# design 1

[config.mk]
export PLATFORM = sky130hd
export DESIGN_NAME = ysyx_22041412_ifu_axi_bridge
export DESIGN_NICKNAME = d
export VERILOG_FILES = /design/src/rtl/ysyx_22041412_axi_pkg.sv /design/src/rtl/ysyx_22041412_ifu_axi_bridge.sv
export SDC_FILE = /design/constraint.sdc
export NUM_CORES = 1
export LEC_CHECK = 0
export CAP_MARGIN = 20
export CORE_MARGIN = 2
export CORE_UTILIZATION = 38
export DETAILED_ROUTE_END_ITERATION = 8
export PLACE_DENSITY = 0.8
export SKIP_CTS_REPAIR_TIMING = 1
export SLEW_MARGIN = 40
export SYNTH_ARGS = -nofsm -noshare
export SYNTH_HDL_FRONTEND = slang
export SYNTH_SLANG_ARGS = --single-unit
[constraint.sdc]
create_clock -name clk -period 4.8 [get_ports clk]
set_input_delay 0.96 -clock clk [delete_from_list [all_inputs] [get_ports clk]]
set_output_delay 0.96 -clock clk [all_outputs]
set_load 0.005 [all_outputs]
[src/rtl/ysyx_22041412_axi_pkg.sv]
// Shared AXI constants and the IFU bridge state encoding.
package ysyx_22041412_axi_pkg;

    localparam logic [1:0] RESP_OKAY  = 2'b00;
    localparam logic [1:0] BURST_INCR = 2'b01;
    localparam logic [2:0] SIZE_8B    = 3'b011;

    // IDLE: waiting for fetch; AR: address phase; R: data phase; HOLD: response parked for fetch
    typedef enum logic [1:0] {
        ST_IDLE = 2'd0,
        ST_AR   = 2'd1,
        ST_R    = 2'd2,
        ST_HOLD = 2'd3
    } bridge_state_e;

endpackage

[src/rtl/ysyx_22041412_ifu_axi_bridge.sv]
// Instruction-fetch to AXI4 read bridge: one single-beat read per fetch request,
// 32-bit word selected from the 64-bit beat, response held until the fetch acks it.
//
// Handshakes: every AXI channel transfers on a cycle where valid and ready are both
// high at the rising clock edge; a raised valid stays high with stable payload until
// that edge. On the fetch side, req_valid_i is held until rsp_valid_o is seen, and
// rsp_valid_o stays high with stable data/err until the one-cycle rsp_ack_i pulse.
module ysyx_22041412_ifu_axi_bridge
    import ysyx_22041412_axi_pkg::*;
#(
    parameter int         ADDR_W   = 32,
    parameter int         DATA_W   = 64,
    parameter logic [3:0] AXI_ID   = 4'd0,
    parameter int         WD_LIMIT = 255
) (
    input  logic              clk,
    input  logic              rst,
    input  logic              req_valid_i,
    input  logic [ADDR_W-1:0] req_addr_i,
    output logic              rsp_valid_o,
    output logic [31:0]       rsp_data_o,
    output logic              rsp_err_o,
    input  logic              rsp_ack_i,
    output logic              arvalid_o,
    input  logic              arready_i,
    output logic [ADDR_W-1:0] araddr_o,
    output logic [3:0]        arid_o,
    output logic [7:0]        arlen_o,
    output logic [2:0]        arsize_o,
    output logic [1:0]        arburst_o,
    input  logic              rvalid_i,
    output logic              rready_o,
    input  logic [DATA_W-1:0] rdata_i,
    input  logic [1:0]        rresp_i,
    input  logic              rlast_i,
    input  logic [3:0]        rid_i,
    output logic              wd_timeout_o,
    output bridge_state_e     state_o
);

    localparam int WD_W = $clog2(WD_LIMIT + 1);
    localparam logic [WD_W-1:0] WD_MAX  = WD_W'(WD_LIMIT);
    localparam logic [WD_W-1:0] WD_LAST = WD_W'(WD_LIMIT - 1);

    bridge_state_e   state_q;
    bridge_state_e   state_next;
    logic            word_sel_q;
    logic [WD_W-1:0] wd_cnt_q;
    logic            addr_aligned;

    // Single beat, single ID: last and ID carry no information here.
    logic unused_ok;
    assign unused_ok = ^{rlast_i, rid_i};

    assign addr_aligned = (req_addr_i[1:0] == 2'b00);

    assign arid_o    = AXI_ID;
    assign arlen_o   = 8'd0;
    assign arsize_o  = SIZE_8B;
    assign arburst_o = BURST_INCR;
    assign state_o   = state_q;

    // State register.
    always_ff @(posedge clk) begin
        if (rst) state_q <= ST_IDLE;
        else     state_q <= state_next;
    end

    // Next-state decode; misaligned requests skip the bus and go straight to HOLD.
    always_comb begin
        state_next = state_q;
        case (state_q)
            ST_IDLE: if (req_valid_i) state_next = addr_aligned ? ST_AR : ST_HOLD;
            ST_AR:   if (arvalid_o && arready_i) state_next = ST_R;
            ST_R:    if (rvalid_i) state_next = ST_HOLD;
            ST_HOLD: if (rsp_ack_i) state_next = ST_IDLE;
            default: state_next = ST_IDLE;
        endcase
    end

    // Bus-side and response registers, plus the sticky R-channel watchdog.
    always_ff @(posedge clk) begin
        if (rst) begin
            rsp_valid_o  <= 1'b0;
            rsp_data_o   <= 32'd0;
            rsp_err_o    <= 1'b0;
            arvalid_o    <= 1'b0;
            rready_o     <= 1'b0;
            araddr_o     <= '0;
            wd_timeout_o <= 1'b0;
            wd_cnt_q     <= '0;
            word_sel_q   <= 1'b0;
        end else begin
            case (state_q)
                ST_IDLE: begin
                    if (req_valid_i) begin
                        if (addr_aligned) begin
                            word_sel_q <= req_addr_i[2];
                            araddr_o   <= {req_addr_i[ADDR_W-1:3], 3'b000};
                            arvalid_o  <= 1'b1;
                        end else begin
                            rsp_err_o   <= 1'b1;
                            rsp_data_o  <= 32'd0;
                            rsp_valid_o <= 1'b1;
                        end
                    end
                end
                ST_AR: begin
                    if (arvalid_o && arready_i) begin
                        arvalid_o <= 1'b0;
                        rready_o  <= 1'b1;
                        wd_cnt_q  <= '0;
                    end
                end
                ST_R: begin
                    if (rvalid_i) begin
                        rsp_data_o  <= word_sel_q ? rdata_i[63:32] : rdata_i[31:0];
                        rsp_err_o   <= (rresp_i != RESP_OKAY);
                        rready_o    <= 1'b0;
                        rsp_valid_o <= 1'b1;
                    end else begin
                        // Flag on the cycle the count reaches the limit; AXI cannot abort,
                        // so the transaction keeps waiting for its beat.
                        if (wd_cnt_q != WD_MAX) wd_cnt_q <= wd_cnt_q + 1'b1;
                        if (wd_cnt_q >= WD_LAST) wd_timeout_o <= 1'b1;
                    end
                end
                ST_HOLD: begin
                    if (rsp_ack_i) begin
                        rsp_valid_o <= 1'b0;
                        rsp_err_o   <= 1'b0;
                    end
                end
                default: ;
            endcase
        end
    end

endmodule

# design 2

==> config.mk <==
export PLATFORM = sky130hd
export DESIGN_NAME = fetch_queue
export DESIGN_NICKNAME = d
export VERILOG_FILES = /design/src/rtl/fetch_queue.sv
export SDC_FILE = /design/constraint.sdc
export NUM_CORES = 1
export LEC_CHECK = 0
export ABC_AREA = 1
export CORE_MARGIN = 8
export CORE_UTILIZATION = 45
export CTS_CLUSTER_SIZE = 40
export DETAILED_ROUTE_END_ITERATION = 8
export PLACE_DENSITY_LB_ADDON = 0.05
export SETUP_SLACK_MARGIN = 0.02
export SYNTH_ARGS = -nofsm -noshare
export SYNTH_HDL_FRONTEND = slang
export SYNTH_SLANG_ARGS = --single-unit
==> constraint.sdc <==
create_clock -name clk -period 7.5 [get_ports clk]
set_clock_uncertainty 0.05 [all_clocks]
set_input_delay 1.5 -clock clk [delete_from_list [all_inputs] [get_ports clk]]
set_output_delay 1.5 -clock clk [all_outputs]
set_load 0.02 [all_outputs]
==> src/rtl/fetch_queue.sv <==
// ---------------------------------------------------------------------------
// fetch_queue
//
// Instruction-fetch front end with a DEPTH-entry prefetch queue. Issues at
// most one request at a time to a variable-latency instruction memory,
// queues the returned words with their PCs, and presents the queue head to
// decode with a valid/ready handshake. A redirect flushes the queue and any
// in-flight fetch, and restarts fetching at the new PC.
//
// Ports:
//   clk, rst        clock, synchronous active-high reset
//   imem_req        one-cycle request pulse
//   imem_addr       request address (word aligned)
//   imem_rvalid     in-order response strobe
//   imem_rdata      response instruction word
//   id_valid        queue head valid
//   id_ready        decode accepts head this cycle
//   id_instr        head instruction (NOP when empty)
//   id_pc           head PC (0 when empty)
//   redirect        flush and restart fetch
//   redirect_pc     restart PC (low two bits ignored)
//   q_count         queue occupancy
// ---------------------------------------------------------------------------
module fetch_queue #(
    parameter int              XLEN     = 32,
    parameter int              DEPTH    = 4,
    parameter logic [XLEN-1:0] RESET_PC = '0,
    parameter logic [XLEN-1:0] NOP      = 'h13
) (
    input  logic                       clk,
    input  logic                       rst,
    output logic                       imem_req,
    output logic [XLEN-1:0]            imem_addr,
    input  logic                       imem_rvalid,
    input  logic [XLEN-1:0]            imem_rdata,
    output logic                       id_valid,
    input  logic                       id_ready,
    output logic [XLEN-1:0]            id_instr,
    output logic [XLEN-1:0]            id_pc,
    input  logic                       redirect,
    input  logic [XLEN-1:0]            redirect_pc,
    output logic [$clog2(DEPTH+1)-1:0] q_count
);

    localparam int PW = $clog2(DEPTH);
    localparam int CW = $clog2(DEPTH+1);
    localparam logic [XLEN-1:0] ALIGN_MASK = ~XLEN'(3);

    typedef enum logic [1:0] {
        S_FETCH   = 2'd0,   // no request outstanding
        S_WAIT    = 2'd1,   // one live request outstanding
        S_DISCARD = 2'd2    // one stale request outstanding; drop its data
    } state_t;

    state_t          state_reg, state_next;
    logic [XLEN-1:0] fetch_pc_reg;
    logic [CW-1:0]   count_reg;
    logic [PW-1:0]   rd_ptr_reg;
    logic [PW-1:0]   wr_ptr_reg;

    logic            pop;
    logic            push;
    logic            issue;
    logic [CW-1:0]   count_next;
    logic [XLEN-1:0] fetch_pc_inc;

    logic [XLEN-1:0] entry_pc    [DEPTH];
    logic [XLEN-1:0] entry_instr [DEPTH];

    // Head outputs come only from queue registers, never from imem_rdata.
    assign id_valid = (count_reg != '0);
    assign id_pc    = id_valid ? entry_pc[rd_ptr_reg]    : '0;
    assign id_instr = id_valid ? entry_instr[rd_ptr_reg] : NOP;
    assign q_count  = count_reg;

    // A redirect suppresses both queue operations in its cycle.
    assign pop  = id_valid & id_ready & ~redirect;
    assign push = imem_rvalid & (state_reg == S_WAIT) & ~redirect;

    assign count_next   = count_reg + CW'(push) - CW'(pop);
    // fetch_pc always names the address of the next word to be queued, so
    // after a push it already points at the next request address.
    assign fetch_pc_inc = push ? (fetch_pc_reg + XLEN'(4)) : fetch_pc_reg;

    // Back-to-back issue is allowed in WAIT on the response cycle; the
    // occupancy test uses count_next so a same-cycle pop frees a slot.
    assign issue = ~rst & ~redirect & (count_next < CW'(DEPTH)) &
                   ((state_reg == S_FETCH) | ((state_reg == S_WAIT) & imem_rvalid));

    // State register
    always_ff @(posedge clk) begin
        if (rst) begin
            state_reg <= S_FETCH;
        end else begin
            state_reg <= state_next;
        end
    end

    // Next-state logic
    always_comb begin
        state_next = state_reg;
        case (state_reg)
            S_FETCH: begin
                if (issue) begin
                    state_next = S_WAIT;
                end
            end
            S_WAIT: begin
                if (imem_rvalid) begin
                    // issue is already forced low by a same-cycle redirect
                    state_next = issue ? S_WAIT : S_FETCH;
                end else if (redirect) begin
                    state_next = S_DISCARD;
                end
            end
            S_DISCARD: begin
                // The stale response retires the outstanding request even
                // if another redirect arrives in the same cycle.
                if (imem_rvalid) begin
                    state_next = S_FETCH;
                end
            end
            default: state_next = S_FETCH;
        endcase
    end

    // Output logic
    always_comb begin
        imem_req  = issue;
        imem_addr = fetch_pc_inc;
    end

    // Fetch PC, occupancy and pointers
    always_ff @(posedge clk) begin
        if (rst) begin
            fetch_pc_reg <= RESET_PC & ALIGN_MASK;
            count_reg    <= '0;
            rd_ptr_reg   <= '0;
            wr_ptr_reg   <= '0;
        end else if (redirect) begin
            fetch_pc_reg <= redirect_pc & ALIGN_MASK;
            count_reg    <= '0;
            rd_ptr_reg   <= '0;
            wr_ptr_reg   <= '0;
        end else begin
            fetch_pc_reg <= fetch_pc_inc;
            count_reg    <= count_next;
            if (push) begin
                wr_ptr_reg <= wr_ptr_reg + PW'(1);
            end
            if (pop) begin
                rd_ptr_reg <= rd_ptr_reg + PW'(1);
            end
        end
    end

    // Queue storage: one {pc, instr} register pair per entry. Contents need
    // no reset because the head outputs are masked while the queue is empty.
    genvar gi;
    generate
        for (gi = 0; gi < DEPTH; gi++) begin : g_entry
            logic [XLEN-1:0] pc_reg;
            logic [XLEN-1:0] instr_reg;

            always_ff @(posedge clk) begin
                if (push && (wr_ptr_reg == PW'(gi))) begin
                    pc_reg    <= fetch_pc_reg;
                    instr_reg <= imem_rdata;
                end
            end

            assign entry_pc[gi]    = pc_reg;
            assign entry_instr[gi] = instr_reg;
        end
    endgenerate

endmodule

# design 3

<file path="config.mk">
export PLATFORM = sky130hd
export DESIGN_NAME = io_irq_bridge
export DESIGN_NICKNAME = d
export VERILOG_FILES = /design/src/rtl/io_irq_bridge_pkg.sv /design/src/rtl/io_sync_fifo.sv /design/src/rtl/io_irq_bridge.sv
export SDC_FILE = /design/constraint.sdc
export NUM_CORES = 1
export LEC_CHECK = 0
export CORE_MARGIN = 2
export CORE_UTILIZATION = 27
export DETAILED_ROUTE_END_ITERATION = 8
export SLEW_MARGIN = 10
export SYNTH_ARGS = -nofsm -noshare
export SYNTH_HDL_FRONTEND = slang
export SYNTH_SLANG_ARGS = --single-unit
export TNS_END_PERCENT = 50
</file>
<file path="constraint.sdc">
create_clock -name clk -period 2.6 [get_ports clk]
set_input_delay 0.39 -clock clk [delete_from_list [all_inputs] [get_ports clk]]
set_output_delay 0.39 -clock clk [all_outputs]
set_load 0.05 [all_outputs]
</file>
<file path="src/rtl/io_irq_bridge_pkg.sv">
// Shared definitions for the I/O interrupt bridge: FSM encoding and default byte width.
package io_irq_bridge_pkg;

  localparam int unsigned DefaultWidth = 8;

  typedef enum logic [1:0] {
    StIdle    = 2'd0,
    StReq     = 2'd1,
    StWaitAck = 2'd2
  } irq_state_e;

endpackage

</file>
<file path="src/rtl/io_sync_fifo.sv">
// Small synchronous FIFO; head shows the oldest entry, or the last popped byte once empty.
module io_sync_fifo
  import io_irq_bridge_pkg::*;
#(
  parameter int unsigned DEPTH = 4,
  parameter int unsigned WIDTH = DefaultWidth
) (
  input  logic             clk,
  input  logic             reset,
  input  logic             push,
  input  logic [WIDTH-1:0] wdata,
  input  logic             pop,
  output logic             full,
  output logic             empty,
  output logic [WIDTH-1:0] head
);

  localparam int unsigned PtrW = $clog2(DEPTH);
  localparam logic [PtrW:0] FullCnt = (PtrW + 1)'(DEPTH);

  logic [WIDTH-1:0] mem_q [DEPTH];
  logic [PtrW-1:0]  wr_ptr_q, rd_ptr_q;
  logic [PtrW:0]    count_q;
  logic [WIDTH-1:0] last_q;
  logic             do_push, do_pop;

  assign full    = (count_q == FullCnt);
  assign empty   = (count_q == '0);
  // A push into a full FIFO is only safe when the head leaves in the same cycle.
  assign do_push = push && (!full || pop);
  assign do_pop  = pop && !empty;
  assign head    = empty ? last_q : mem_q[rd_ptr_q];

  always_ff @(posedge clk) begin
    if (do_push) begin
      mem_q[wr_ptr_q] <= wdata;
    end
  end

  always_ff @(posedge clk or posedge reset) begin
    if (reset) begin
      wr_ptr_q <= '0;
      rd_ptr_q <= '0;
      count_q  <= '0;
      last_q   <= '0;
    end else begin
      if (do_push) begin
        wr_ptr_q <= wr_ptr_q + 1'b1;
      end
      if (do_pop) begin
        rd_ptr_q <= rd_ptr_q + 1'b1;
        last_q   <= mem_q[rd_ptr_q];
      end
      unique case ({do_push, do_pop})
        2'b10:   count_q <= count_q + 1'b1;
        2'b01:   count_q <= count_q - 1'b1;
        default: count_q <= count_q;
      endcase
    end
  end

endmodule

</file>
<file path="src/rtl/io_irq_bridge.sv">
// Peripheral-side bridge for processor data_in/data_out/interrupt pins.
// Optional interrupt request counter enabled by defining IO_IRQ_COUNT_EN.
module io_irq_bridge
  import io_irq_bridge_pkg::*;
#(
  parameter int unsigned DEPTH       = 4,
  parameter int unsigned WIDTH       = DefaultWidth,
  parameter int unsigned IRQ_WIDTH   = 2,
  parameter int unsigned ACK_TIMEOUT = 32
) (
  input  logic             clk,
  input  logic             reset,
  input  logic [WIDTH-1:0] ext_in_data,
  input  logic             ext_in_valid,
  output logic             ext_in_ready,
  output logic [WIDTH-1:0] data_in,
  output logic             interrupt,
  input  logic             cpu_ack,
  input  logic [WIDTH-1:0] data_out,
  input  logic             cpu_wr,
  output logic [WIDTH-1:0] ext_out_data,
  output logic             ext_out_valid,
  input  logic             ext_out_ready,
  output logic             ovf,
  output logic [7:0]       irq_count
);

  localparam int unsigned CntMax = (IRQ_WIDTH > ACK_TIMEOUT) ? IRQ_WIDTH : ACK_TIMEOUT;
  localparam int unsigned CntW   = $clog2(CntMax + 1);

  irq_state_e      state_q, state_d;
  logic [CntW-1:0] cnt_q, cnt_d;
  logic            fifo_full, fifo_empty, fifo_push, fifo_pop;

  assign ext_in_ready = !fifo_full;
  assign fifo_push    = ext_in_valid && ext_in_ready;

  io_sync_fifo #(
    .DEPTH (DEPTH),
    .WIDTH (WIDTH)
  ) u_fifo (
    .clk   (clk),
    .reset (reset),
    .push  (fifo_push),
    .wdata (ext_in_data),
    .pop   (fifo_pop),
    .full  (fifo_full),
    .empty (fifo_empty),
    .head  (data_in)
  );

  // cnt_q is the hold counter in StReq and the ack timeout in StWaitAck.
  always_comb begin
    state_d  = state_q;
    cnt_d    = cnt_q;
    fifo_pop = 1'b0;
    unique case (state_q)
      StIdle: begin
        if (!fifo_empty) begin
          state_d = StReq;
          cnt_d   = CntW'(IRQ_WIDTH);
        end
      end
      StReq: begin
        if (cnt_q <= CntW'(1)) begin
          state_d = StWaitAck;
          cnt_d   = CntW'(ACK_TIMEOUT);
        end else begin
          cnt_d = cnt_q - 1'b1;
        end
      end
      StWaitAck: begin
        // An ack in the expiry cycle still wins over the retry.
        if (cpu_ack) begin
          fifo_pop = 1'b1;
          state_d  = StIdle;
        end else if (cnt_q <= CntW'(1)) begin
          state_d = StReq;
          cnt_d   = CntW'(IRQ_WIDTH);
        end else begin
          cnt_d = cnt_q - 1'b1;
        end
      end
      default: state_d = StIdle;
    endcase
  end

  always_ff @(posedge clk or posedge reset) begin
    if (reset) begin
      state_q <= StIdle;
      cnt_q   <= '0;
    end else begin
      state_q <= state_d;
      cnt_q   <= cnt_d;
    end
  end

  assign interrupt = (state_q == StReq);

  always_ff @(posedge clk or posedge reset) begin
    if (reset) begin
      ext_out_data  <= '0;
      ext_out_valid <= 1'b0;
      ovf           <= 1'b0;
    end else begin
      if (cpu_wr) begin
        ext_out_data  <= data_out;
        ext_out_valid <= 1'b1;
        if (ext_out_valid && !ext_out_ready) begin
          ovf <= 1'b1;
        end
      end else if (ext_out_valid && ext_out_ready) begin
        ext_out_valid <= 1'b0;
      end
    end
  end

`ifdef IO_IRQ_COUNT_EN
  logic       irq_enter;
  logic [7:0] irq_count_q;

  assign irq_enter = (state_d == StReq) && (state_q != StReq);

  always_ff @(posedge clk or posedge reset) begin
    if (reset) begin
      irq_count_q <= '0;
    end else if (irq_enter && (irq_count_q != 8'hFF)) begin
      irq_count_q <= irq_count_q + 8'd1;
    end
  end

  assign irq_count = irq_count_q;
`else
  assign irq_count = '0;
`endif

endmodule

</file>
# design 4

===== src/rtl/key_cmd_pkg.sv =====
// key_cmd_pkg: scan-code constants, command encodings and decode helpers
// shared by the keyboard command queue.
package key_cmd_pkg;
   typedef enum logic [2:0] {
      CMD_NONE   = 3'd0,
      CMD_UP     = 3'd1,
      CMD_DOWN   = 3'd2,
      CMD_LEFT   = 3'd3,
      CMD_RIGHT  = 3'd4,
      CMD_SELECT = 3'd5,
      CMD_ESCAPE = 3'd6
   } cmd_t;

   typedef enum logic [1:0] {
      ST_IDLE,
      ST_EXT,
      ST_BRK,
      ST_EXT_BRK
   } dec_state_t;

   localparam logic [7:0] SC_EXT     = 8'hE0;
   localparam logic [7:0] SC_BRK     = 8'hF0;
   localparam logic [7:0] SC_W       = 8'h1D;
   localparam logic [7:0] SC_S       = 8'h1B;
   localparam logic [7:0] SC_A       = 8'h1C;
   localparam logic [7:0] SC_D       = 8'h23;
   localparam logic [7:0] SC_SPACE   = 8'h29;
   localparam logic [7:0] SC_ESC     = 8'h76;
   localparam logic [7:0] SC_A_UP    = 8'h75;
   localparam logic [7:0] SC_A_DOWN  = 8'h72;
   localparam logic [7:0] SC_A_LEFT  = 8'h6B;
   localparam logic [7:0] SC_A_RIGHT = 8'h74;

   // Plain (non-prefixed) make codes. Keypad arrows without E0 are not mapped.
   function automatic cmd_t map_make(input logic [7:0] code);
      case (code)
         SC_W:     return CMD_UP;
         SC_S:     return CMD_DOWN;
         SC_A:     return CMD_LEFT;
         SC_D:     return CMD_RIGHT;
         SC_SPACE: return CMD_SELECT;
         SC_ESC:   return CMD_ESCAPE;
         default:  return CMD_NONE;
      endcase
   endfunction

   // Make codes that follow an E0 prefix: only the cursor arrows are mapped.
   function automatic cmd_t map_ext(input logic [7:0] code);
      case (code)
         SC_A_UP:    return CMD_UP;
         SC_A_DOWN:  return CMD_DOWN;
         SC_A_LEFT:  return CMD_LEFT;
         SC_A_RIGHT: return CMD_RIGHT;
         default:    return CMD_NONE;
      endcase
   endfunction
endpackage


===== src/rtl/cmd_fifo.sv =====
// cmd_fifo: small synchronous FIFO for decoded commands.
// Ports: i_clk/i_rst_n clock and async active-low reset; i_push/i_data write side;
// i_pop read request (ignored when empty); o_data head (0 when empty);
// o_full/o_empty/o_count occupancy status.
module cmd_fifo #(
   parameter int DEPTH = 4,
   parameter int W     = 3
) (
   input  logic                   i_clk,
   input  logic                   i_rst_n,
   input  logic                   i_push,
   input  logic [W-1:0]           i_data,
   input  logic                   i_pop,
   output logic [W-1:0]           o_data,
   output logic                   o_full,
   output logic                   o_empty,
   output logic [$clog2(DEPTH):0] o_count
);
   localparam int AW = $clog2(DEPTH);
   localparam int CW = AW + 1;

   logic [W-1:0]  r_mem [DEPTH];
   logic [AW-1:0] r_wptr;
   logic [AW-1:0] r_rptr;
   logic [CW-1:0] r_count;
   logic          w_pop;
   logic          w_push;

   assign o_empty = (r_count == '0);
   assign o_full  = (r_count == CW'(DEPTH));
   assign o_count = r_count;
   assign o_data  = o_empty ? '0 : r_mem[r_rptr];
   assign w_pop   = i_pop & ~o_empty;
   // A full FIFO still takes a write when the head leaves in the same cycle.
   assign w_push  = i_push & (~o_full | w_pop);

   always_ff @(posedge i_clk or negedge i_rst_n) begin
      if (!i_rst_n) begin
         r_wptr  <= '0;
         r_rptr  <= '0;
         r_count <= '0;
      end else begin
         if (w_push) r_wptr <= r_wptr + AW'(1);
         if (w_pop) r_rptr <= r_rptr + AW'(1);
         r_count <= r_count + CW'(w_push) - CW'(w_pop);
      end
   end

   always_ff @(posedge i_clk) begin
      if (w_push) r_mem[r_wptr] <= i_data;
   end
endmodule


===== src/rtl/key_cmd_queue.sv =====
// key_cmd_queue: PS/2 set-2 scan-code decoder feeding a command FIFO.
// Ports: CLK clock; RST async active-low reset; kb_strobe/kb_code incoming byte;
// cmd_valid/cmd_ready/cmd head-of-queue handshake; fifo_count occupancy;
// overflow sticky flag set when a decoded command is dropped on a full FIFO.
module key_cmd_queue
   import key_cmd_pkg::*;
#(
   parameter int DEPTH       = 4,
   parameter int TIMEOUT_CYC = 1000000
) (
   input  logic                   CLK,
   input  logic                   RST,
   input  logic                   kb_strobe,
   input  logic [7:0]             kb_code,
   output logic                   cmd_valid,
   input  logic                   cmd_ready,
   output logic [2:0]             cmd,
   output logic [$clog2(DEPTH):0] fifo_count,
   output logic                   overflow
);
   localparam int TW = $clog2(TIMEOUT_CYC + 1);

   dec_state_t    r_state;
   dec_state_t    w_next;
   cmd_t          w_cmd;
   logic          w_push;
   logic          w_full;
   logic          w_empty;
   logic          w_timeout;
   logic [TW-1:0] r_to_cnt;
   logic          r_ovf;

   // A prefix left hanging for TIMEOUT_CYC strobe-free cycles is abandoned.
   assign w_timeout = (r_state != ST_IDLE) & ~kb_strobe & (r_to_cnt == TW'(TIMEOUT_CYC - 1));

   always_ff @(posedge CLK or negedge RST) begin
      if (!RST) r_state <= ST_IDLE;
      else r_state <= w_next;
   end

   always_comb begin
      w_next = r_state;
      if (w_timeout) w_next = ST_IDLE;
      else if (kb_strobe) begin
         case (r_state)
            ST_IDLE: w_next = (kb_code == SC_EXT) ? ST_EXT : (kb_code == SC_BRK) ? ST_BRK : ST_IDLE;
            ST_EXT:  w_next = (kb_code == SC_BRK) ? ST_EXT_BRK : ST_IDLE;
            default: w_next = ST_IDLE;
         endcase
      end
   end

   always_comb begin
      w_cmd  = (r_state == ST_IDLE) ? map_make(kb_code) : (r_state == ST_EXT) ? map_ext(kb_code) : CMD_NONE;
      w_push = kb_strobe & (w_cmd != CMD_NONE);
   end

   always_ff @(posedge CLK or negedge RST) begin
      if (!RST) r_to_cnt <= '0;
      else if (kb_strobe | (r_state == ST_IDLE) | w_timeout) r_to_cnt <= '0;
      else r_to_cnt <= r_to_cnt + TW'(1);
   end

   // When full the FIFO is non-empty, so cmd_ready alone tells whether a pop frees a slot.
   always_ff @(posedge CLK or negedge RST) begin
      if (!RST) r_ovf <= 1'b0;
      else if (w_push & w_full & ~cmd_ready) r_ovf <= 1'b1;
   end

   cmd_fifo #(.DEPTH(DEPTH), .W(3)) u_fifo (
      .i_clk   (CLK),
      .i_rst_n (RST),
      .i_push  (w_push),
      .i_data  (w_cmd),
      .i_pop   (cmd_ready),
      .o_data  (cmd),
      .o_full  (w_full),
      .o_empty (w_empty),
      .o_count (fifo_count)
   );

   assign cmd_valid = ~w_empty;
   assign overflow  = r_ovf;
endmodule

===== config.mk =====
export PLATFORM = sky130hd
export DESIGN_NAME = key_cmd_queue
export DESIGN_NICKNAME = d
export VERILOG_FILES = /design/src/rtl/key_cmd_pkg.sv /design/src/rtl/cmd_fifo.sv /design/src/rtl/key_cmd_queue.sv
export SDC_FILE = /design/constraint.sdc
export NUM_CORES = 1
export LEC_CHECK = 0
export CORE_UTILIZATION = 29
export CTS_BUF_LIST = sky130_fd_sc_hd__clkbuf_16
export CTS_CLUSTER_DIAMETER = 60
export DETAILED_ROUTE_END_ITERATION = 8
export PLACE_DENSITY_LB_ADDON = 0.05
export SETUP_SLACK_MARGIN = 0.5
export SYNTH_ARGS = -nofsm -noshare
export SYNTH_HDL_FRONTEND = slang
export SYNTH_HIERARCHICAL = 1
export SYNTH_SLANG_ARGS = --single-unit

===== constraint.sdc =====
create_clock -name CLK -period 6.5 [get_ports CLK]
set_clock_uncertainty 0.2 [all_clocks]
set_input_delay 1.3 -clock CLK [delete_from_list [all_inputs] [get_ports CLK]]
set_output_delay 1.3 -clock CLK [all_outputs]
set_load 0.01 [all_outputs]

Fig. 1: design 3, routing congestion
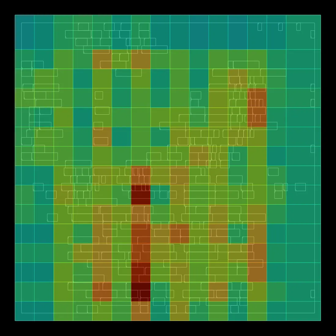
final core utilization: 0.346
met3 usage: 0.0299
Total Routing Usage GR: 0.0978

==> Changelog: implementation, design 3 <==
### Physical design

* Late-Pin Clk Latency at 340 ps
* First-pass GRT wire length at 8590 um
* Pwr dens at around 1200 nW/um^2
* Crit path to: interrupt
* Most common logic cells in the final layout: 33 x dfrtp_1, 33 x clkdlybuf4s50_1, 32 x edfxtp_1, 26 x mux2_2, 15 x buf_4
* Layout cells sized above 1 at 0.292
* Synth area leader: edfxtp_1
* Area fraction in mux cells at 0.168
* Global route total overflow at 0
* CTS tree: yes
* Yosys warns at 0
* H-Tree Depth at 3
* Die area at about 12000 um^2
* F_max at 0.409 GHz
* # clock sinks at approximately 65
* Longest Clk Path Bufs at 2
* Outcome: completed
==> design 3: sequential cells by signal (all words and copies together), names as in the netlist <==
signal	count
cnt_q	6
ext_out_data	8
ext_out_valid	1
ovf	1
state_q	2
u_fifo.count_q	3
u_fifo.last_q	8
u_fifo.mem_q	32
u_fifo.rd_ptr_q	2
u_fifo.wr_ptr_q	2
==> design 3: metal layers <==
layer  GRT usage  vias up  part of all wire
li1            -      806                 -
met5           0        -                 0
met1       0.120      851              0.45
met3      0.0299        6             0.039
met4      0.0440        0             0.018
met2       0.158       35              0.49
==> design 3: worst max-delay path: stages (launching register included) <==
cell and delay (ps):
dfrtp_1 430, inv_1 100, ha_1 320, clkdlybuf4s50_1 880
==> design 3: area by class of cell <==
type	instances	share of cell area
clock buffers	11	0.0406
repair buffers	48	0.119
multi-input cells	112	0.286
well taps	140	0.0469
clock inverters	5	0.0168
flip-flops and latches	65	0.479
inverters	12	0.0121
==> design 3: cell families after synthesis <==
logic type,count (synthesis)
AOI/OAI and AO/OA,23
muxes,36
xor gates and xnor gates,6
and+or+nand+nor,26
buffers and inverters,26
DFF,65
other,1
adders and majority gates,13
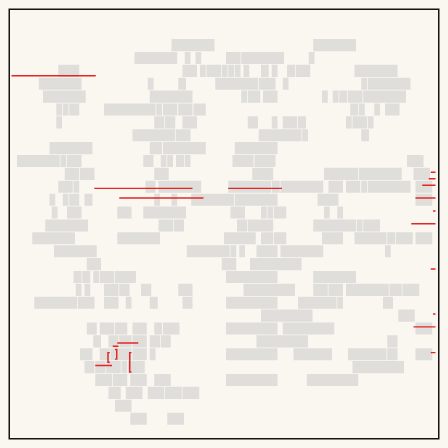
Fig. 2. Met3 routing (design 4).
Cells faint in the background.
longest straight run: 20.5 um
share of all routed wire: 2.3%
drt total wl: 4600 um
met3 usage: 0.0253
via count: 1539

Fig. 3: design 4, met1 routing
Bar = 20 um. Supply wires on this layer in gray.
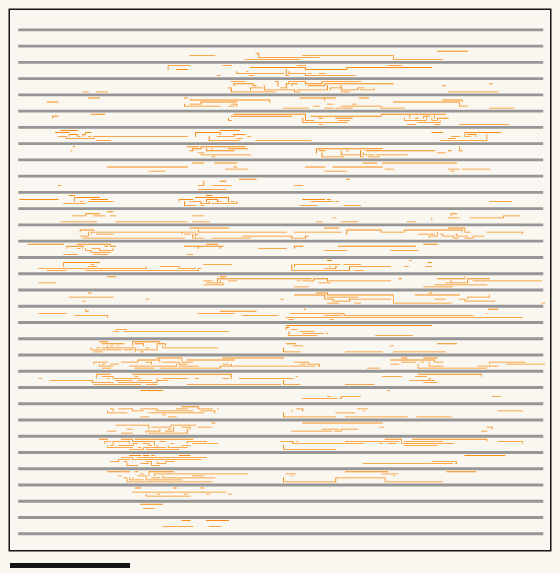
longest straight run: 39.6 um
wire length on this layer: 2240 um
nets with wire on the layer: 219
share of all routed wire: 49%
met1 Track Usage GR: 0.157

==> Changelog: implementation, design 4 <==
### Physical design

* Hold Buf Count CTS at 0
* Layout cells sized above 1 at 0.105
* Seq pwr share at 0.411
* FF+latch area at between 1000 and 1500 um^2
* Vias per cell at between 4 and 5
* HPWL Detailed at 3430 um
* CTS Root Cell: clkbuf_16
* Worst Hold Path Cells at 1
* Worst Setup End Kind: flip-flop
* Top cells by count: 30 x dfrtp_1, 30 x nor2_1, 15 x xnor2_1
* Remaining antenna violation count after routing at 0
* Sequential power at between 0.3 and 0.4 mW
* F_max at 0.250 GHz
* Yosys Chip Area at around 2300 um^2
* Final core utilization at 0.367
* CTS tree: yes
* Combinational power share at 0.238
* Drt wl/cell at 14.1 um
* Signal buffers at 20
* Max_slew headroom at 0.438
* First-pass GRT wire length at 7860 um
* Worst path max stage delay at 610 ps
* Top_reg_cell synth: dfrtp_1
* Area fraction in mux cells at 0.0365
* Outcome: completed
* Io pins at 20
* P&R area growth vs syn at 20.0%
* Longest Clk Path Bufs at 2
* Dominant kind of cell: sequential cells
* Maxcap violations at 0
* Top Usage Layer GRT: met2
* Final hold viol count at 0
* Reg-to-reg endpoint: u_fifo/o_count[2]$_DFF_PN0_
* Type of origin of the critical path: input port
* IO buf count at 19
* R2R setup slack at 3810 ps
* Yosys top cell area share at 0.331
* Final cell count without fillers at roughly 330
## design 4: critical path, delay by kind of cell
family                     cells  cell delay, ps
and+or+nand+nor                1             230
adders and majority gates      2             600
AOI/OAI and AO/OA              4             960
buffers and inverters          1             610
xor gates and xnor gates       2             300
## design 4: registers in the layout, indices dropped and copies added, names as in the netlist
register	cells
u_fifo/r_rptr	2
u_fifo/r_mem	12
overflow	1
u_fifo/r_wptr	2
r_state	2
r_to_cnt	20
u_fifo/o_count	3
## design 4: per-layer routing
metal / vias to the layer above / wire (um) / share of wire
met5: - / 0 / 0
met1: 750 / 2240 / 0.49
met4: 0 / 23 / 0.0050
met2: 27 / 2240 / 0.49
met3: 2 / 103 / 0.022
li1: 760 / - / -
## design 4: cells in the final DEF (no fill, tap or decap), types with 3 or more instances in the layout
cell              n
nor2_1           30
dfrtp_1          30
clkdlybuf4s50_1  19
xnor2_1          15
inv_1            14
edfxtp_1         12
xor2_1           10
nand2_1           8
nand3_1           7
nor2b_1           7
ha_1              7
nand4_1           6
clkbuf_16         5
and2_2            4
nor3_1            4
and2_1            4
and4_1            3
and4b_1           3
o2111ai_1         3
a21oi_1           3
mux4_2            3
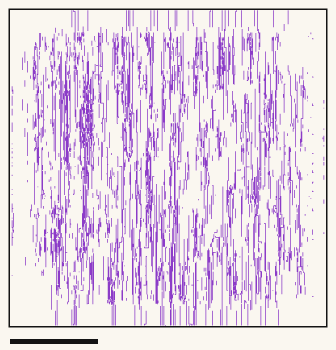
Fig. 4. Signal wires on met2 (design 2).
Bar = 50 um.
share of all routed wire: 47%
nets with wire on the layer: 996
drt total wl: 29200 um
met2 usage: 0.295
via count: 8479

Fig. 5: design 2, routing congestion
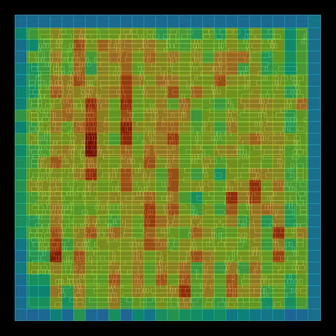
Total Routing Usage GR: 0.175
met1 Track Usage GR: 0.223
Top Usage Layer GRT: met2
final core utilization: 0.566
drt wl/cell: 17.6 um

==> Changelog: implementation, design 2 <==
### Physical design

* Most common logic cells in the final layout: 329 x nor2_1, 248 x edfxtp_1, 163 x clkdlybuf4s50_1, 147 x o21ai_0, 82 x nand2_1
* Remaining antenna violation count after routing at 0
* Yosys Chip Area at 12100 um^2
* Vias per cell at between 5 and 6
* Layout cells sized above 1 at 0.0576
* Initial core utilization at 0.454
* Worst path max stage delay at 760 ps
* XOR Share, Synth at 0.0122
* Slowest stage cell, crit path: clkdlybuf4s50_1
* RSZ-0062 raised after global routing: no
* Ao+oa area frac at 0.0965
* Area fraction in mux cells at 0
* Synth area leader: edfxtp_1
* Core area at about 27000 um^2
* Setup tns final at 0 ps
* Vias in the first global route at 8397
* Post-CTS Resized at 0
* Initial antenna violation count at 0
* First-pass GRT wire length at 45600 um
* Outcome: completed
* Slew @ Worst Pin at ~1100 ps
* Largest net degree at the start of global routing at 84
* Worst slack at placement at 1050 ps
* Io pins at 170
* Tool warnings at 31
* Minimum clock period at 6430 ps
* Final setup viols at 0
* Main logic family after synthesis: simple AND/OR/NAND/NOR gates
* Longest Clk Path Bufs at 3
* Cell Type Count at 30
* Routability congestion estimate at 0.821
* CTS tree: yes
* Final cell count without fillers at 1660
* H-Tree Depth at 1
* Final Hold Slack at just under 500 ps
* WHS Endpoint: g_entry[0].pc_reg[5]$_DFFE_PP_
* Sw power at 0.692 mW
* Synth top area cells: edfxtp_1 62%, nor2_1 10%, dfxtp_1 6.5%
* CP startpoint: redirect
* # Cells Yosys at 1149
* Combinational power share at 0.046
* Yosys top cell area share at 0.616
* Worst-path clk slew at around 50 ps
* Inserted Diodes at 0
[design 2: power groups by stage]
stage | logic (mW) | registers, mW | clock network [mW]
floorplan | 0.0762 | 1.80 | 0
global placement | 0.161 | 1.81 | 0
detailed placement | 0.161 | 1.81 | 0
CTS | 0.163 | 1.78 | 1.57
global route | 0.178 | 1.78 | 1.63
finish | 0.161 | 1.78 | 1.53
[design 2: critical path: cells and delay by family]
family                   cells  cell delay (ps)
adder cells (fa/ha/maj)      3              930
XOR/XNOR                     2              320
buffers and inverters        5             1680
AND/OR/NAND/NOR              3              420
[design 2: layer usage]
layer  wire length, um  part of all wire  track usage
met1             12900              0.44        0.223
met2             13700              0.47        0.295
met3              2050             0.070       0.0472
met4               452             0.015       0.0387
met5                 0                 0            0
[design 2: layout make-up]
cell class	instances	area, um^2	share of cell area
repair buffers	174	1710	0.114
multi-input cells	720	3350	0.222
clock inverters	16	234	0.0155
flip-flops and latches	287	8230	0.546
clock buffers	37	798	0.0530
well taps	341	427	0.0283
inverters	85	320	0.0213
Fig. 6: design 1, routing congestion
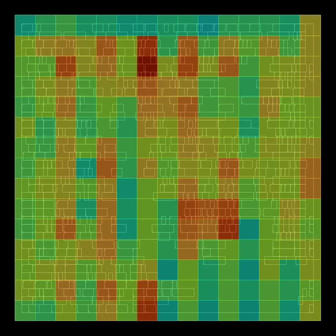
Top Usage Layer GRT: met2
met1 Track Usage GR: 0.209
drt wl/cell: 13.5 um

Fig. 7: design 1, met3 routing
Cells faint in the background.
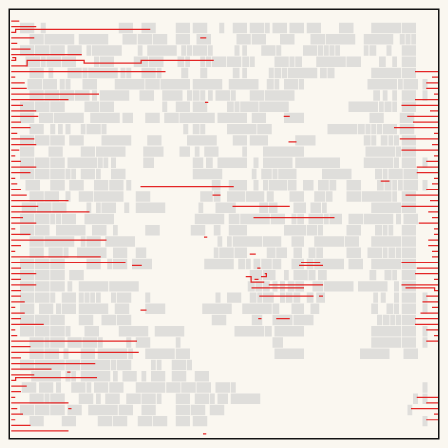
nets with wire on the layer: 143
main direction: horizontal
longest straight run: 37.0 um
via count: 3499
met3 usage: 0.0623
drt total wl: 9860 um

==> Changelog: implementation, design 1 <==
### Physical design

* TritonCTS Buffers at 9
* Vias in the first global route at 3369
* Maxcap violations at 0
* Peak supply drop at just under 0.2 mV
* Placed inst area at 5430 um^2
* Worst Path Buf+Inv at 2
* Worst Path Max Fanout at 32
* Num rows at 36
* Minimum clock period at 2490 ps
* Max_slew headroom at 0.600
* Synth area leader: dfxtp_1
* Yosys top cell by instances: dfxtp_1
* Global route total overflow at 0
* #FFs+latches synth at about 77
* Die area at 10700 um^2
* HPWL Detailed at 7290 um
* Final instance area at 5630 um^2
* Initial antenna violation count at 0
* Total power at about 2.0 mW
* Die Y at 104 um
* Drt pass-1 iters at 4
* Outcome: completed
* IO buf count at approximately 170
* # Cells Yosys at 439
* R2R setup slack at 2510 ps
* Period utilization at 0.519
* Layout Nets at 711
* Worst path max stage delay at around 570 ps
* Io pins at 197
* Longest Clk Path Bufs at 2
design 1: state kept, by name, indices dropped and copies added (netlist names), 2 cells and up:
| name | count |
|---|---|
| araddr_o | 29 |
| rsp_data_o | 32 |
| state_o | 2 |
| wd_cnt_q | 8 |
design 1: cell families after synthesis:
group	count (synthesis)	synth area share
compound gates	65	0.114
fa+ha+maj	8	0.0265
buf+inv	55	0.0892
flops	77	0.408
mux	67	0.178
other cells	2	0.00199
simple gates	165	0.182
design 1: tightest hold or removal path: stages, from the launching register on:
cell	delay (ps)
dfxtp_1	310
nand2_1	50
a21oi_1	50
design 1: power breakdown:
| group | total, mW | switching (mW) | internal (mW) |
|---|---|---|---|
| clock | 0.484 | 0.242 | 0.242 |
| combinational | 0.805 | 0.389 | 0.415 |
| sequential | 0.761 | 0.0526 | 0.708 |
| total | 2.05 | 0.684 | 1.37 |
design 1: layout make-up:
type	count	area, um^2
clock buffers	11	131
well taps	133	166
fillers	847	4060
repair buffers	173	1720
multi-input cells	325	1970
clock inverters	5	61.3
inverters	8	31.3
flip-flops and latches	77	1550
design 1: layer usage:
metal  track usage  vias to the layer above
met3        0.0623                       21
met2         0.313                      167
met5             0                        -
met1         0.209                     1571
met4        0.0734                        0
li1              -                     1740


## Gallery

Met1 routing.
shot_01.png
Bar = 50 um. Supply wires on this layer in gray.
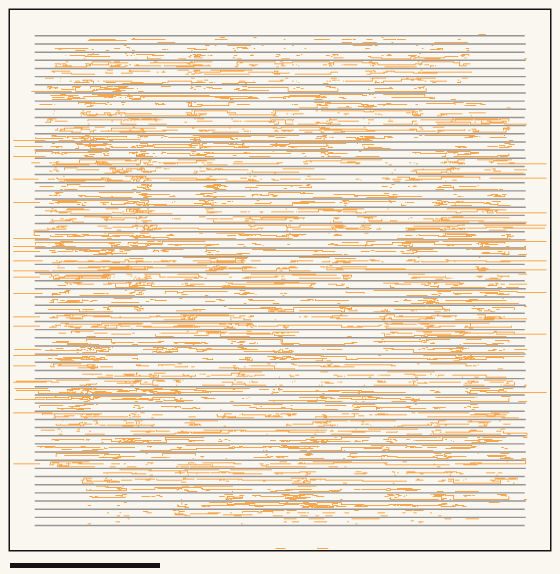
shot_02.png
Bar = 20 um. Supply wires on this layer in gray.
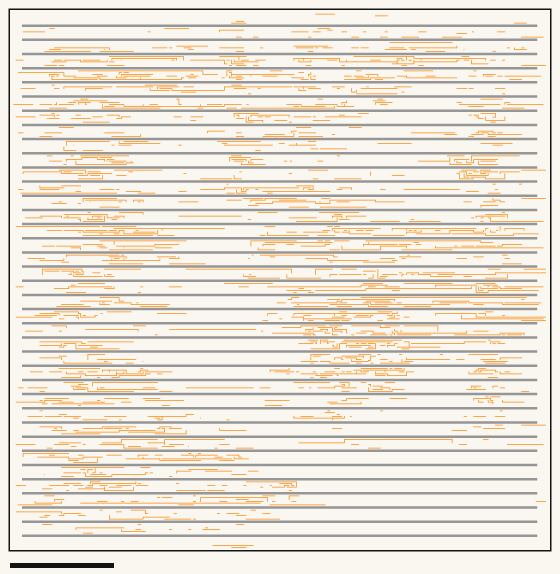
shot_03.png
Bar = 20 um. Supply wires on this layer in gray.
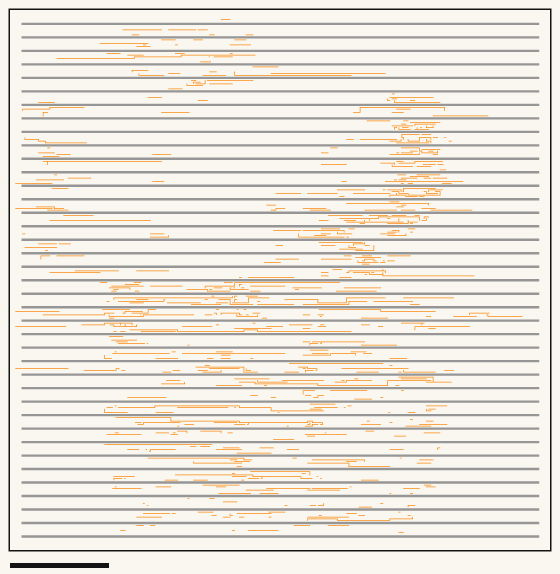
shot_02.png is design 1.
shot_01.png is design 2.
shot_03.png is design 3.

Key to shot_02.png:
nets with wire on the layer: 605
longest straight run: 34.5 um
share of all routed wire: 42%
wire length on this layer: 4150 um


==> notes/layouts.md <==
Pictures saved along the way, in no particular order.

Signal wires on met2.
Bar = 20 um.
Plate I
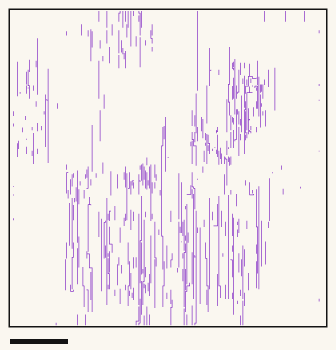
Plate II
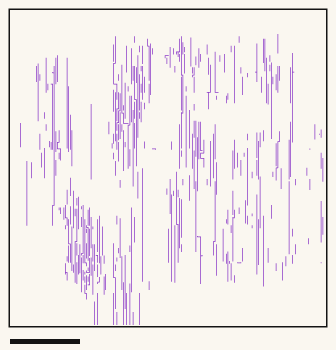
Plate III
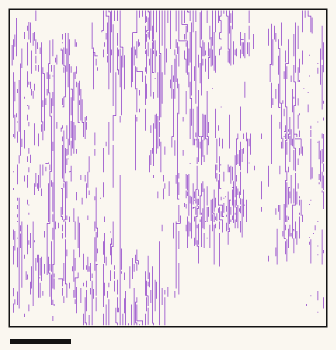
Plate III is design 1.
Plate II is design 4.
Plate I is design 3.
- smallest die: Plate II

No activity file was given, so power comes from the tool's default toggle rates.
